# ---- regfile_wb_arbiter ----
Fig. 1: regfile_wb_arbiter, M3 wires
Scale: 2 px per micron.
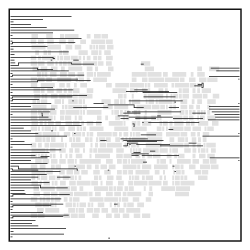

===== config.mk =====
export PLATFORM = sky130hd
export DESIGN_NAME = regfile_wb_arbiter
export DESIGN_NICKNAME = d
export VERILOG_FILES = /design/src/rtl/regfile_wb_arbiter.sv
export SDC_FILE = /design/constraint.sdc
export NUM_CORES = 1
export LEC_CHECK = 0
export CORE_MARGIN = 10
export CORE_UTILIZATION = 41
export CTS_CLUSTER_DIAMETER = 100
export CTS_CLUSTER_SIZE = 14
export DETAILED_ROUTE_END_ITERATION = 12
export GPL_ROUTABILITY_DRIVEN = 0
export GPL_TIMING_DRIVEN = 0
export PLACE_DENSITY = 0.82
export SYNTH_ARGS = -nofsm -noshare
export SYNTH_HDL_FRONTEND = slang
export SYNTH_SLANG_ARGS = --single-unit

===== constraint.sdc =====
create_clock -name clk -period 1.3 [get_ports clk]
set_input_delay 0.195 -clock clk [delete_from_list [all_inputs] [get_ports clk]]
set_output_delay 0.195 -clock clk [all_outputs]
set_load 0.01 [all_outputs]

===== src/rtl/regfile_wb_arbiter.sv =====
// Writeback arbiter for the single register-file write port, plus the RAW busy scoreboard.
// Build option: define WB_ARB_ROUND_ROBIN_EN for round-robin arbitration (default: A always wins).
module regfile_wb_arbiter #(
    parameter int WORD_LENGTH = 32
) (
    input  logic                   clk,
    input  logic                   rst,
    input  logic                   a_valid,
    output logic                   a_ready,
    input  logic [4:0]             a_rd,
    input  logic [WORD_LENGTH-1:0] a_data,
    input  logic                   b_valid,
    output logic                   b_ready,
    input  logic [4:0]             b_rd,
    input  logic [WORD_LENGTH-1:0] b_data,
    input  logic                   rsv_valid,
    input  logic [4:0]             rsv_rd,
    input  logic [4:0]             chk_rs1,
    input  logic [4:0]             chk_rs2,
    output logic                   busy_rs1,
    output logic                   busy_rs2,
    output logic [4:0]             rf_write_add,
    output logic [WORD_LENGTH-1:0] rf_write_data,
    output logic                   rf_write_enable
);

    typedef enum logic {
        PRIO_A = 1'b0,
        PRIO_B = 1'b1
    } prio_e;

    prio_e                   prio_q;
    logic                    wr_en_q, wr_en_d;
    logic [4:0]              wr_add_q, wr_add_d;
    logic [WORD_LENGTH-1:0]  wr_data_q, wr_data_d;
    logic [31:0]             busy_q, busy_d;

`ifdef WB_ARB_ROUND_ROBIN_EN
    prio_e prio_d;

    always_ff @(posedge clk) begin
        // NOTE: sequential state is updated with non-blocking assignments so every
        // flop samples the pre-edge values, independent of block ordering.
        if (!rst) prio_q <= PRIO_A;
        else      prio_q <= prio_d;
    end

    // The loser of this cycle's transfer gets priority next time.
    always_comb begin
        prio_d = prio_q;
        if (a_ready)      prio_d = PRIO_B;
        else if (b_ready) prio_d = PRIO_A;
    end
`else
    assign prio_q = PRIO_A;
`endif

    always_comb begin
        a_ready = rst && a_valid && (!b_valid || prio_q == PRIO_A);
        b_ready = rst && b_valid && (!a_valid || prio_q == PRIO_B);
    end

    always_comb begin
        // NOTE: every output of a combinational block gets a default first, so no
        // path through the if-chain leaves it unassigned and infers a latch.
        wr_en_d   = 1'b0;
        wr_add_d  = wr_add_q;
        wr_data_d = wr_data_q;
        if (a_ready) begin
            wr_add_d  = a_rd;
            wr_data_d = a_data;
            wr_en_d   = (a_rd != 5'd0);
        end else if (b_ready) begin
            wr_add_d  = b_rd;
            wr_data_d = b_data;
            wr_en_d   = (b_rd != 5'd0);
        end
    end

    // Clear first, then set: a same-edge reservation belongs to a newer producer.
    always_comb begin
        busy_d = busy_q;
        if (wr_en_q)                     busy_d[wr_add_q] = 1'b0;
        if (rsv_valid && rsv_rd != 5'd0) busy_d[rsv_rd]   = 1'b1;
        busy_d[0] = 1'b0;
    end

    always_ff @(posedge clk) begin
        // NOTE: the scoreboard is reset as a whole: stale reservations after a
        // flush would stall decode forever, so this storage cannot be left unreset.
        if (!rst) begin
            wr_en_q   <= 1'b0;
            wr_add_q  <= 5'd0;
            wr_data_q <= '0;
            busy_q    <= '0;
        end else begin
            wr_en_q   <= wr_en_d;
            wr_add_q  <= wr_add_d;
            wr_data_q <= wr_data_d;
            busy_q    <= busy_d;
        end
    end

    assign busy_rs1        = busy_q[chk_rs1];
    assign busy_rs2        = busy_q[chk_rs2];
    assign rf_write_add    = wr_add_q;
    assign rf_write_data   = wr_data_q;
    assign rf_write_enable = wr_en_q;

endmodule


# ---- addr_sreg_counter_flat ----
`config.mk`:
```
export PLATFORM = sky130hd
export DESIGN_NAME = addr_sreg_counter_flat
export DESIGN_NICKNAME = d
export VERILOG_FILES = /design/src/rtl/addr_sreg_counter_if.sv /design/src/rtl/addr_sreg_counter.sv /design/src/flat_wrapper.sv
export SDC_FILE = /design/constraint.sdc
export NUM_CORES = 1
export LEC_CHECK = 0
export CORE_AREA = 2 2 92 94
export CTS_CLUSTER_SIZE = 8
export DETAILED_ROUTE_END_ITERATION = 16
export DIE_AREA = 0 0 94 96
export HOLD_SLACK_MARGIN = 0.05
export PLACE_DENSITY = 0.61
export SKIP_LAST_GASP = 1
export SYNTH_ARGS = -nofsm -noshare
export SYNTH_HDL_FRONTEND = slang
export SYNTH_SLANG_ARGS = --single-unit
```
`constraint.sdc`:
```
create_clock -name avr_clk -period 2.8 [get_ports avr_clk]
set_clock_uncertainty 0.15 [all_clocks]
set_input_delay 0.56 -clock avr_clk [delete_from_list [all_inputs] [get_ports avr_clk]]
set_output_delay 0.56 -clock avr_clk [all_outputs]
set_load 0.01 [all_outputs]
```
`src/rtl/addr_sreg_counter_if.sv`:
```
// Bus bundle between the AVR-facing serial port / bus_fsm and addr_sreg_counter.
// master: the AVR side and bus_fsm, which drive the serial load, the strobe and the hold.
// slave:  the address generator itself.
// Optional macro SREG_READBACK_EN adds avr_so, the old address shifted out during a load.
interface addr_sreg_counter_if #(
  parameter int unsigned ADDR_WIDTH = 21,
  parameter int unsigned CNT_W      = 5
);
  // AVR serial load and increment strobe, plus the bus_fsm hold request
  logic                  avr_si;
  logic                  avr_sreg_en;
  logic                  avr_counter;
  logic                  addr_hold;

  // Address and status back towards the SRAM pins / AVR
  logic [ADDR_WIDTH-1:0] sram_addr;
  logic                  addr_valid;
  logic                  addr_wrap;
  logic                  load_err;
  logic                  inc_overrun;
  logic [CNT_W-1:0]      bit_cnt;
`ifdef SREG_READBACK_EN
  logic                  avr_so;
`endif

  modport master (
`ifdef SREG_READBACK_EN
    input  avr_so,
`endif
    output avr_si,
    output avr_sreg_en,
    output avr_counter,
    output addr_hold,
    input  sram_addr,
    input  addr_valid,
    input  addr_wrap,
    input  load_err,
    input  inc_overrun,
    input  bit_cnt
  );

  modport slave (
`ifdef SREG_READBACK_EN
    output avr_so,
`endif
    input  avr_si,
    input  avr_sreg_en,
    input  avr_counter,
    input  addr_hold,
    output sram_addr,
    output addr_valid,
    output addr_wrap,
    output load_err,
    output inc_overrun,
    output bit_cnt
  );
endinterface

```
`src/rtl/addr_sreg_counter.sv`:
```
// AVR-facing SRAM address generator. A 21-bit address is shifted in MSB first while
// avr_sreg_en is low and committed to sram_addr one clock after en rises. Falling edges of
// avr_counter then step the address; bus_fsm can defer a step with addr_hold.
// Optional macro SREG_READBACK_EN: adds avr_so, which shifts the previous address out
// MSB first while the new one is shifted in.
module addr_sreg_counter #(
  parameter int unsigned ADDR_WIDTH = 21,
  parameter int unsigned CNT_W      = 5
) (
  input logic                avr_clk,
  input logic                avr_reset,
  addr_sreg_counter_if.slave bus
);

  // IDLE: en high. SHIFT: en low. COMMIT: the cycle after en went back high.
  typedef enum logic [1:0] {
    StIdle,
    StShift,
    StCommit
  } state_e;

  localparam logic [CNT_W-1:0]      CntFull = CNT_W'(ADDR_WIDTH);
  localparam logic [CNT_W-1:0]      CntSat  = CNT_W'(ADDR_WIDTH + 1);
  localparam logic [CNT_W-1:0]      CntOne  = CNT_W'(1);
  localparam logic [ADDR_WIDTH-1:0] AddrOne = ADDR_WIDTH'(1);

  state_e                state;
  logic [ADDR_WIDTH-1:0] shift_buf;
  logic [ADDR_WIDTH-1:0] addr;
  logic                  valid;
  logic                  wrap;
  logic                  err;
  logic                  overrun;
  logic [CNT_W-1:0]      cnt;
  logic                  cnt_prev;
  logic                  pending;

  logic                  shift_entry;
  logic                  shifting;
  logic                  commit;
  logic                  strobe_edge;
  logic                  strobe_ok;
  logic                  inc_now;
  logic [ADDR_WIDTH-1:0] addr_inc;
  logic                  addr_max;
  logic [CNT_W-1:0]      cnt_next;

  // Edge decode and increment arbitration; commit always beats an increment.
  always_comb begin
    shifting    = !bus.avr_sreg_en;
    shift_entry = shifting && (state != StShift);
    commit      = (state == StCommit);
    strobe_edge = cnt_prev && !bus.avr_counter;
    // Strobes count only while idle: not while shifting, not on the en rising edge.
    strobe_ok   = strobe_edge && bus.avr_sreg_en && (state != StShift);
    inc_now     = !commit && !bus.addr_hold && (pending || strobe_ok);
    addr_inc    = addr + AddrOne;
    addr_max    = &addr;
    cnt_next    = (cnt == CntSat) ? CntSat : cnt + CntOne;
  end

  // Control FSM, shift buffer, address counter and status flags.
  always_ff @(posedge avr_clk) begin
    if (avr_reset) begin
      state     <= StIdle;
      shift_buf <= '0;
      addr      <= '0;
      valid     <= 1'b0;
      wrap      <= 1'b0;
      err       <= 1'b0;
      overrun   <= 1'b0;
      cnt       <= '0;
      cnt_prev  <= 1'b1;
      pending   <= 1'b0;
    end else begin
      cnt_prev <= bus.avr_counter;

      unique case (state)
        StIdle:   state <= shifting ? StShift : StIdle;
        StShift:  state <= shifting ? StShift : StCommit;
        StCommit: state <= shifting ? StShift : StIdle;
        default:  state <= StIdle;
      endcase

      // Entry restarts the buffer so short loads zero-extend; surplus bits fall off the top.
      if (shifting) begin
        if (shift_entry) begin
          shift_buf <= {{(ADDR_WIDTH - 1){1'b0}}, bus.avr_si};
          cnt       <= CntOne;
        end else begin
          shift_buf <= {shift_buf[ADDR_WIDTH-2:0], bus.avr_si};
          cnt       <= cnt_next;
        end
      end

      if (commit) begin
        addr    <= shift_buf;
        valid   <= 1'b1;
        err     <= (cnt != CntFull);
        wrap    <= 1'b0;
        overrun <= 1'b0;
        pending <= 1'b0;
      end else begin
        if (inc_now) begin
          addr <= addr_inc;
          if (addr_max) begin
            wrap <= 1'b1;
          end
        end
        // A strobe on top of an outstanding one is flagged and dropped.
        if (pending && strobe_ok) begin
          overrun <= 1'b1;
        end
        if (inc_now) begin
          pending <= 1'b0;
        end else if (strobe_ok) begin
          pending <= 1'b1;
        end
      end
    end
  end

`ifdef SREG_READBACK_EN
  logic [ADDR_WIDTH-1:0] rb_buf;
  logic                  so;

  // Readback: capture the live address on shift entry and stream it out MSB first.
  always_ff @(posedge avr_clk) begin
    if (avr_reset) begin
      rb_buf <= '0;
      so     <= 1'b0;
    end else if (shifting) begin
      if (shift_entry) begin
        so     <= addr[ADDR_WIDTH-1];
        rb_buf <= {addr[ADDR_WIDTH-2:0], 1'b0};
      end else begin
        so     <= rb_buf[ADDR_WIDTH-1];
        rb_buf <= {rb_buf[ADDR_WIDTH-2:0], 1'b0};
      end
    end else begin
      so <= 1'b0;
    end
  end

  assign bus.avr_so = so;
`endif

  assign bus.sram_addr   = addr;
  assign bus.addr_valid  = valid;
  assign bus.addr_wrap   = wrap;
  assign bus.load_err    = err;
  assign bus.inc_overrun = overrun;
  assign bus.bit_cnt     = cnt;

endmodule

```
`src/flat_wrapper.sv`:
```
// flat-port wrapper written by rule: the top's interface ports become plain ports
module addr_sreg_counter_flat 
#(
  parameter int unsigned ADDR_WIDTH = 21,
  parameter int unsigned CNT_W      = 5
)
  (avr_clk, avr_reset, bus_avr_si, bus_avr_sreg_en, bus_avr_counter, bus_addr_hold, bus_sram_addr, bus_addr_valid, bus_addr_wrap, bus_load_err, bus_inc_overrun, bus_bit_cnt);
  addr_sreg_counter_if #(.ADDR_WIDTH(ADDR_WIDTH), .CNT_W(CNT_W)) bus_i ();
  input logic avr_clk;
  input logic avr_reset;
  input wire logic [$bits(bus_i.avr_si)-1:0] bus_avr_si;
  input wire logic [$bits(bus_i.avr_sreg_en)-1:0] bus_avr_sreg_en;
  input wire logic [$bits(bus_i.avr_counter)-1:0] bus_avr_counter;
  input wire logic [$bits(bus_i.addr_hold)-1:0] bus_addr_hold;
  output wire logic [$bits(bus_i.sram_addr)-1:0] bus_sram_addr;
  output wire logic [$bits(bus_i.addr_valid)-1:0] bus_addr_valid;
  output wire logic [$bits(bus_i.addr_wrap)-1:0] bus_addr_wrap;
  output wire logic [$bits(bus_i.load_err)-1:0] bus_load_err;
  output wire logic [$bits(bus_i.inc_overrun)-1:0] bus_inc_overrun;
  output wire logic [$bits(bus_i.bit_cnt)-1:0] bus_bit_cnt;
  assign bus_i.avr_si = bus_avr_si;
  assign bus_i.avr_sreg_en = bus_avr_sreg_en;
  assign bus_i.avr_counter = bus_avr_counter;
  assign bus_i.addr_hold = bus_addr_hold;
  assign bus_sram_addr = bus_i.sram_addr;
  assign bus_addr_valid = bus_i.addr_valid;
  assign bus_addr_wrap = bus_i.addr_wrap;
  assign bus_load_err = bus_i.load_err;
  assign bus_inc_overrun = bus_i.inc_overrun;
  assign bus_bit_cnt = bus_i.bit_cnt;
  addr_sreg_counter #(.ADDR_WIDTH(ADDR_WIDTH), .CNT_W(CNT_W)) u_core (.avr_clk(avr_clk), .avr_reset(avr_reset), .bus(bus_i));
endmodule
```
Fig. 2: regfile_wb_arbiter, routing congestion
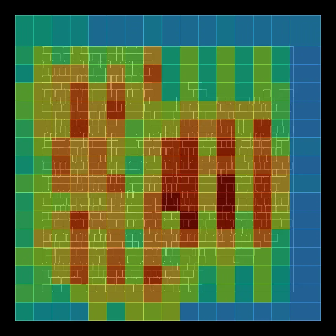
met1 Usage GRT: 20.2%
met2 global-route usage: 32.5%
GRT Overall Usage: 19.6%
GR Layer Usage met3: 11.3%
end-of-flow core utilization: 63.0%

## Picture notes: Fig. 1
share of all routed wire = 15%
main direction = horizontal
wire length on this layer = 2030 microns

==> flow_summary.yaml, regfile_wb_arbiter <==
# physical design summary
run_status:
  status: "finished, violations left"
  violations: "negative setup slack"
setup_path:
  crit_path_end_kind: "output port"
  endpoint: "busy_rs2"
final_timing:
  finalSetupViolCount: 2
  setup_slack_ns: -0.576
power_and_ir_drop:
  pg_clk_w: 0.00176
  power.total_w: 0.00509
  clkPwrFrac_pct: 34.6
global_routing:
  grt_pass1_vias: 4058
  grt-busiest-layer: "met2"
cts:
  post_cts_resized: 74
worst_hold_path:
  hp-class: "in -> reg"
routing:
  drc: 0
synthesis:
  synth_cell_types: 32
  ys_cells: 443
finish:
  layout.cells.most_common: "clkdlybuf4s50_1"
  buffers: 164
Fig. 3: addr_sreg_counter_flat, routing congestion
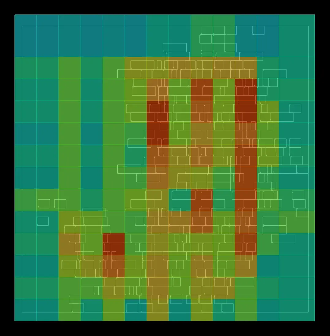
GRT Max-Usage Layer: met2
GR Layer Usage met3: 2.27%

==> flow_summary.yaml, addr_sreg_counter_flat <==
# physical design summary
run_status:
  status: "finished, final reports clean"
synthesis:
  area_leaders: "dfxtp_1 (46%), a22o_1 (8.5%), a211oi_1 (5.4%), nor2_1 (4.4%), xnor2_1 (4.4%)"
  yosysTopAreaCell: "dfxtp_1"
  syn_area_sq_mm: 0.00237
  fp_nets: 257
  ys_cells: 247
power_and_ir_drop:
  powerDensity_mw_per_mm2: 513
  power.total_w: 0.00153
  power.internal_w: 0.00121
  ir_drop_mv: 0.253
  p_leak_nw: 1.06
setup_path:
  crit_path_end_kind: "register"
  path_cells: "clkdlybuf4s50_1, buf_4, nor4bb_1, a31o_2, nand2_1, xor2_1, a211oi_1"
  worstSetupPathDepth: 7
  critPathKind: "in -> reg"
  critPathSlowestCell: "clkdlybuf4s50_1"
final_timing:
  period_used_pct: 81.0
  setup_slack_ns: 0.532
  worstMarginPinSlew_ns: 0.455
  hold_viol_final: 0
placement:
  placed_area_sq_mm: 0.00286
  dp_cells: 379
routing:
  top_layer: "met4"
finish:
  nets: 291
  syn2layout_area_growth_pct: 26.3
  mostFrequentLayoutCells: "dfxtp_1 (55), clkdlybuf4s50_1 (35), nor2_1 (28)"
cts:
  cts_setup_buffers: 0
job:
  drv_cap: 0
floorplanning:
  chipWidth_microns: 94
worst_hold_path:
  hp-class: "reg -> reg"

==> screenshots <==
Clock network drawn from the DEF.
Plate I
Scale: 3 px per micron.
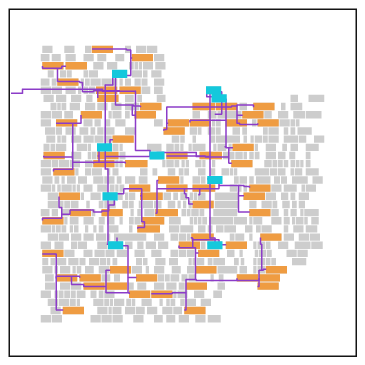
Plate II
Scale: 4 px per micron.
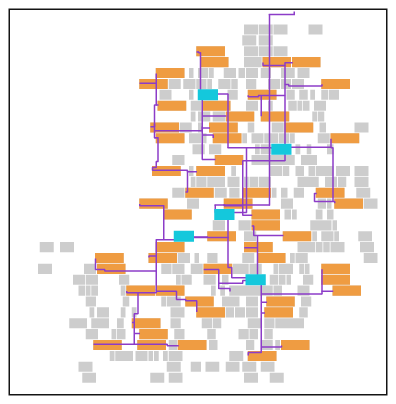
Plate I is regfile_wb_arbiter.
Plate II is addr_sreg_counter_flat.
The one with the largest die is Plate I.

Key to Plate II:
cells driving clock nets -> cyan  # count 5
flip-flops -> orange  # count 55
clock wires -> purple  # length 615 microns
routed clock nets = 6


# ---- uart_tx_mmio ----
File: src/rtl/uart_pkg.sv
// Shared types and constants for the memory-mapped UART transmitter.
package uart_pkg;

  // Serializer states
  typedef enum logic [1:0] {
    IDLE  = 2'd0,
    START = 2'd1,
    DATA  = 2'd2,
    STOP  = 2'd3
  } state_e;

  // Register byte offsets from the base address
  localparam int unsigned DATA_OFS   = 0;
  localparam int unsigned STATUS_OFS = 4;

  // Status register bit positions
  localparam int unsigned BUSY  = 0;
  localparam int unsigned FULL  = 1;
  localparam int unsigned EMPTY = 2;
  localparam int unsigned OVF   = 3;

endpackage

File: src/rtl/sync_fifo.sv
// Single-clock first-word-fall-through FIFO with wrap-bit pointers.
module sync_fifo #(
  parameter int unsigned WIDTH = 8,
  parameter int unsigned DEPTH = 8
) (
  input  logic             clk,
  input  logic             rst,
  input  logic             push,
  input  logic             pop,
  input  logic [WIDTH-1:0] din,
  output logic [WIDTH-1:0] dout,
  output logic             full,
  output logic             empty
);

  localparam int unsigned AW = $clog2(DEPTH);
  localparam int unsigned PW = AW + 1;

  logic [PW-1:0]    wr_ptr_q, wr_ptr_d;
  logic [PW-1:0]    rd_ptr_q, rd_ptr_d;
  logic [WIDTH-1:0] mem_q [DEPTH];
  logic [WIDTH-1:0] mem_d [DEPTH];
  logic             pop_ok;
  logic             push_ok;

  // Flags and head-of-queue view; a push into a full FIFO is taken when a pop frees a slot
  always_comb begin
    empty   = (wr_ptr_q == rd_ptr_q);
    full    = (wr_ptr_q[AW] != rd_ptr_q[AW]) && (wr_ptr_q[AW-1:0] == rd_ptr_q[AW-1:0]);
    dout    = mem_q[rd_ptr_q[AW-1:0]];
    pop_ok  = pop && !empty;
    push_ok = push && (!full || pop_ok);
  end

  // Next pointer and storage state
  always_comb begin
    mem_d    = mem_q;
    wr_ptr_d = wr_ptr_q;
    rd_ptr_d = rd_ptr_q;
    if (pop_ok) begin
      rd_ptr_d = rd_ptr_q + PW'(1);
    end
    if (push_ok) begin
      mem_d[wr_ptr_q[AW-1:0]] = din;
      wr_ptr_d                = wr_ptr_q + PW'(1);
    end
  end

  // Pointer and storage registers; storage content is don't-care after reset
  always_ff @(posedge clk) begin
    if (rst) begin
      wr_ptr_q <= '0;
      rd_ptr_q <= '0;
    end else begin
      wr_ptr_q <= wr_ptr_d;
      rd_ptr_q <= rd_ptr_d;
    end
    mem_q <= mem_d;
  end

endmodule

File: src/rtl/uart_tx_mmio.sv
// Memory-mapped 8N1 UART transmitter: data/status registers, byte queue, serializer.
module uart_tx_mmio
  import uart_pkg::*;
#(
  parameter logic [31:0] BASE_ADDR    = 32'h0080_0000,
  parameter int unsigned CLKS_PER_BIT = 16,
  parameter int unsigned FIFO_DEPTH   = 8
) (
  input  logic        clk,
  input  logic        rst,
  input  logic [31:0] address,
  input  logic [31:0] write_data,
  input  logic        MemWrite,
  input  logic        MemRead,
  output logic        rd_hit,
  output logic [31:0] rd_data,
  output logic        tx
);

  localparam int unsigned        BAUD_W      = $clog2(CLKS_PER_BIT);
  localparam logic [BAUD_W-1:0]  BAUD_LAST   = BAUD_W'(CLKS_PER_BIT - 1);
  localparam logic [31:0]        DATA_ADDR   = BASE_ADDR + 32'(DATA_OFS);
  localparam logic [31:0]        STATUS_ADDR = BASE_ADDR + 32'(STATUS_OFS);

  state_e              state_q, state_d;
  logic [BAUD_W-1:0]   baud_q, baud_d;
  logic [2:0]          bit_idx_q, bit_idx_d;
  logic [7:0]          shift_q, shift_d;
  logic                tx_q, tx_d;
  logic                overflow_q, overflow_d;

  logic                hit_data_c, hit_stat_c;
  logic                wr_data_c, wr_stat_c;
  logic                fifo_pop_c, fifo_full, fifo_empty;
  logic [7:0]          fifo_dout;
  logic                baud_end_c;
  logic [31:0]         status_c;
  logic                unused_wdata_c;

  assign unused_wdata_c = ^write_data[31:8];

  sync_fifo #(
    .WIDTH (8),
    .DEPTH (FIFO_DEPTH)
  ) u_fifo (
    .clk   (clk),
    .rst   (rst),
    .push  (wr_data_c),
    .pop   (fifo_pop_c),
    .din   (write_data[7:0]),
    .dout  (fifo_dout),
    .full  (fifo_full),
    .empty (fifo_empty)
  );

  // Exact address decode, status assembly and combinational read path
  always_comb begin
    hit_data_c       = (address == DATA_ADDR);
    hit_stat_c       = (address == STATUS_ADDR);
    wr_data_c        = MemWrite && hit_data_c;
    wr_stat_c        = MemWrite && hit_stat_c;
    status_c         = '0;
    status_c[BUSY]   = (state_q != IDLE);
    status_c[FULL]   = fifo_full;
    status_c[EMPTY]  = fifo_empty;
    status_c[OVF]    = overflow_q;
    rd_hit           = MemRead && (hit_data_c || hit_stat_c);
    rd_data          = (MemRead && hit_stat_c) ? status_c : '0;
  end

  // Serializer next state; tx is precomputed from the state being entered
  always_comb begin
    state_d    = state_q;
    baud_d     = baud_q;
    bit_idx_d  = bit_idx_q;
    shift_d    = shift_q;
    fifo_pop_c = 1'b0;
    baud_end_c = (baud_q == BAUD_LAST);

    if (state_q != IDLE) begin
      baud_d = baud_end_c ? '0 : baud_q + BAUD_W'(1);
    end

    case (state_q)
      IDLE: begin
        baud_d = '0;
        if (!fifo_empty) begin
          fifo_pop_c = 1'b1;
          shift_d    = fifo_dout;
          state_d    = START;
        end
      end
      START: begin
        if (baud_end_c) begin
          state_d   = DATA;
          bit_idx_d = 3'd0;
        end
      end
      DATA: begin
        if (baud_end_c) begin
          if (bit_idx_q == 3'd7) begin
            state_d = STOP;
          end else begin
            shift_d   = {1'b0, shift_q[7:1]};
            bit_idx_d = bit_idx_q + 3'd1;
          end
        end
      end
      STOP: begin
        if (baud_end_c) begin
          if (!fifo_empty) begin
            fifo_pop_c = 1'b1;
            shift_d    = fifo_dout;
            state_d    = START;
          end else begin
            state_d = IDLE;
          end
        end
      end
      default: state_d = IDLE;
    endcase

    case (state_d)
      START:   tx_d = 1'b0;
      DATA:    tx_d = shift_d[0];
      default: tx_d = 1'b1;
    endcase
  end

  // Sticky overflow: a dropped push sets it, a status write with bit 3 clears it, set wins
  always_comb begin
    overflow_d = overflow_q;
    if (wr_stat_c && write_data[OVF]) begin
      overflow_d = 1'b0;
    end
    if (wr_data_c && fifo_full && !fifo_pop_c) begin
      overflow_d = 1'b1;
    end
  end

  // State registers; reset aborts any frame in flight
  always_ff @(posedge clk) begin
    if (rst) begin
      state_q    <= IDLE;
      baud_q     <= '0;
      bit_idx_q  <= '0;
      shift_q    <= '0;
      tx_q       <= 1'b1;
      overflow_q <= 1'b0;
    end else begin
      state_q    <= state_d;
      baud_q     <= baud_d;
      bit_idx_q  <= bit_idx_d;
      shift_q    <= shift_d;
      tx_q       <= tx_d;
      overflow_q <= overflow_d;
    end
  end

  assign tx = tx_q;

endmodule

File: config.mk
export PLATFORM = sky130hd
export DESIGN_NAME = uart_tx_mmio
export DESIGN_NICKNAME = d
export VERILOG_FILES = /design/src/rtl/uart_pkg.sv /design/src/rtl/sync_fifo.sv /design/src/rtl/uart_tx_mmio.sv
export SDC_FILE = /design/constraint.sdc
export NUM_CORES = 1
export LEC_CHECK = 0
export CAP_MARGIN = 20
export CORE_MARGIN = 2
export CORE_UTILIZATION = 45
export DETAILED_ROUTE_END_ITERATION = 8
export PLACE_DENSITY = 0.73
export SETUP_SLACK_MARGIN = 0.05
export SKIP_CTS_REPAIR_TIMING = 1
export SYNTH_ARGS = -nofsm -noshare
export SYNTH_HDL_FRONTEND = slang
export SYNTH_SLANG_ARGS = --single-unit
File: constraint.sdc
create_clock -name clk -period 2.9 [get_ports clk]
set_input_delay 0.58 -clock clk [delete_from_list [all_inputs] [get_ports clk]]
set_output_delay 0.58 -clock clk [all_outputs]
set_load 0.05 [all_outputs]
Fig. 4: uart_tx_mmio, register map, names as in the netlist
Scale: 3 px per micron. Other sequential cells in the stronger gray, the rest of the logic in the fainter gray.
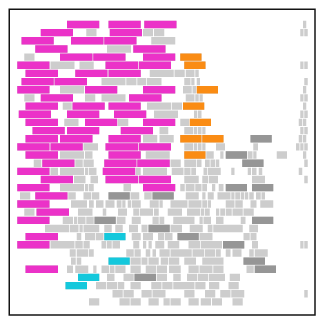
`shift_q` -> orange  # placed flops 8
`u_fifo.mem_q` -> magenta  # placed flops 64
`u_fifo.wr_ptr_q` -> cyan  # placed flops 4
not colored = 15
Seq/total area: 47.2%
Register Area: 0.00246 sq mm
Seq power: 0.00141 W

==> flow_summary.yaml <==
# physical design summary
power_and_ir_drop:
  power.internal_w: 0.00189
  p_sw_w: 0.000749
  power.total_w: 0.00264
  ir_drop_mv: 0.383
synthesis:
  netlist_logic_family_top: "simple AND/OR/NAND/NOR gates"
  ys_sh_xor_pct: 1.85
  edf_count: 64
  syn_area_sq_mm: 0.00427
  postSynthSeqShare_pct: 57.7
  ys_sh_aoi_pct: 7.04
finish:
  buffer_area_share_pct: 13.2
  clockNetworkAreaShare_pct: 3.79
  largest_reg_flops: 64
  logic_gates: 204
  layout.cells.most_common: "edfxtp_1"
  mostFrequentLayoutCells: "edfxtp_1 (64), clkdlybuf4s50_1 (44), conb_1 (28)"
run_status:
  status: "finished, final reports clean"
routing:
  top_layer: "met4"
cts:
  cts_buffers: 9
  clock_path_buffers: 2
setup_path:
  cp-startpoint: "address[9]"
  r2r-end: "u_fifo.mem_q[43]$_DFFE_PP_"
  crit_path_end_kind: "output port"
final_timing:
  rsz0062_at_grt: "false"
placement:
  dp_hpwl_microns: 5890


## Gallery

Signal wires by layer.
(a)
Scale: 2 px per micron.
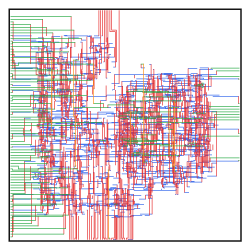
(b)
Scale: 3 px per micron.
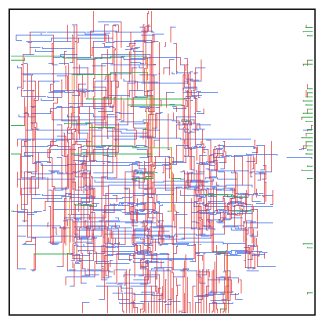
(c)
Scale: 3 px per micron.
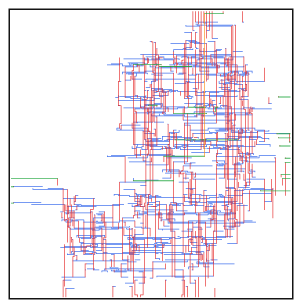
regfile_wb_arbiter: (a)
uart_tx_mmio: (b)
addr_sreg_counter_flat: (c)

Key to (b):
met1 -> blue  # wire length 3450 microns
met4 -> orange  # wire length 133 microns
met2 -> red  # wire length 4370 microns
met3 -> green  # wire length 345 microns

Power and IR drop assume default switching activity.
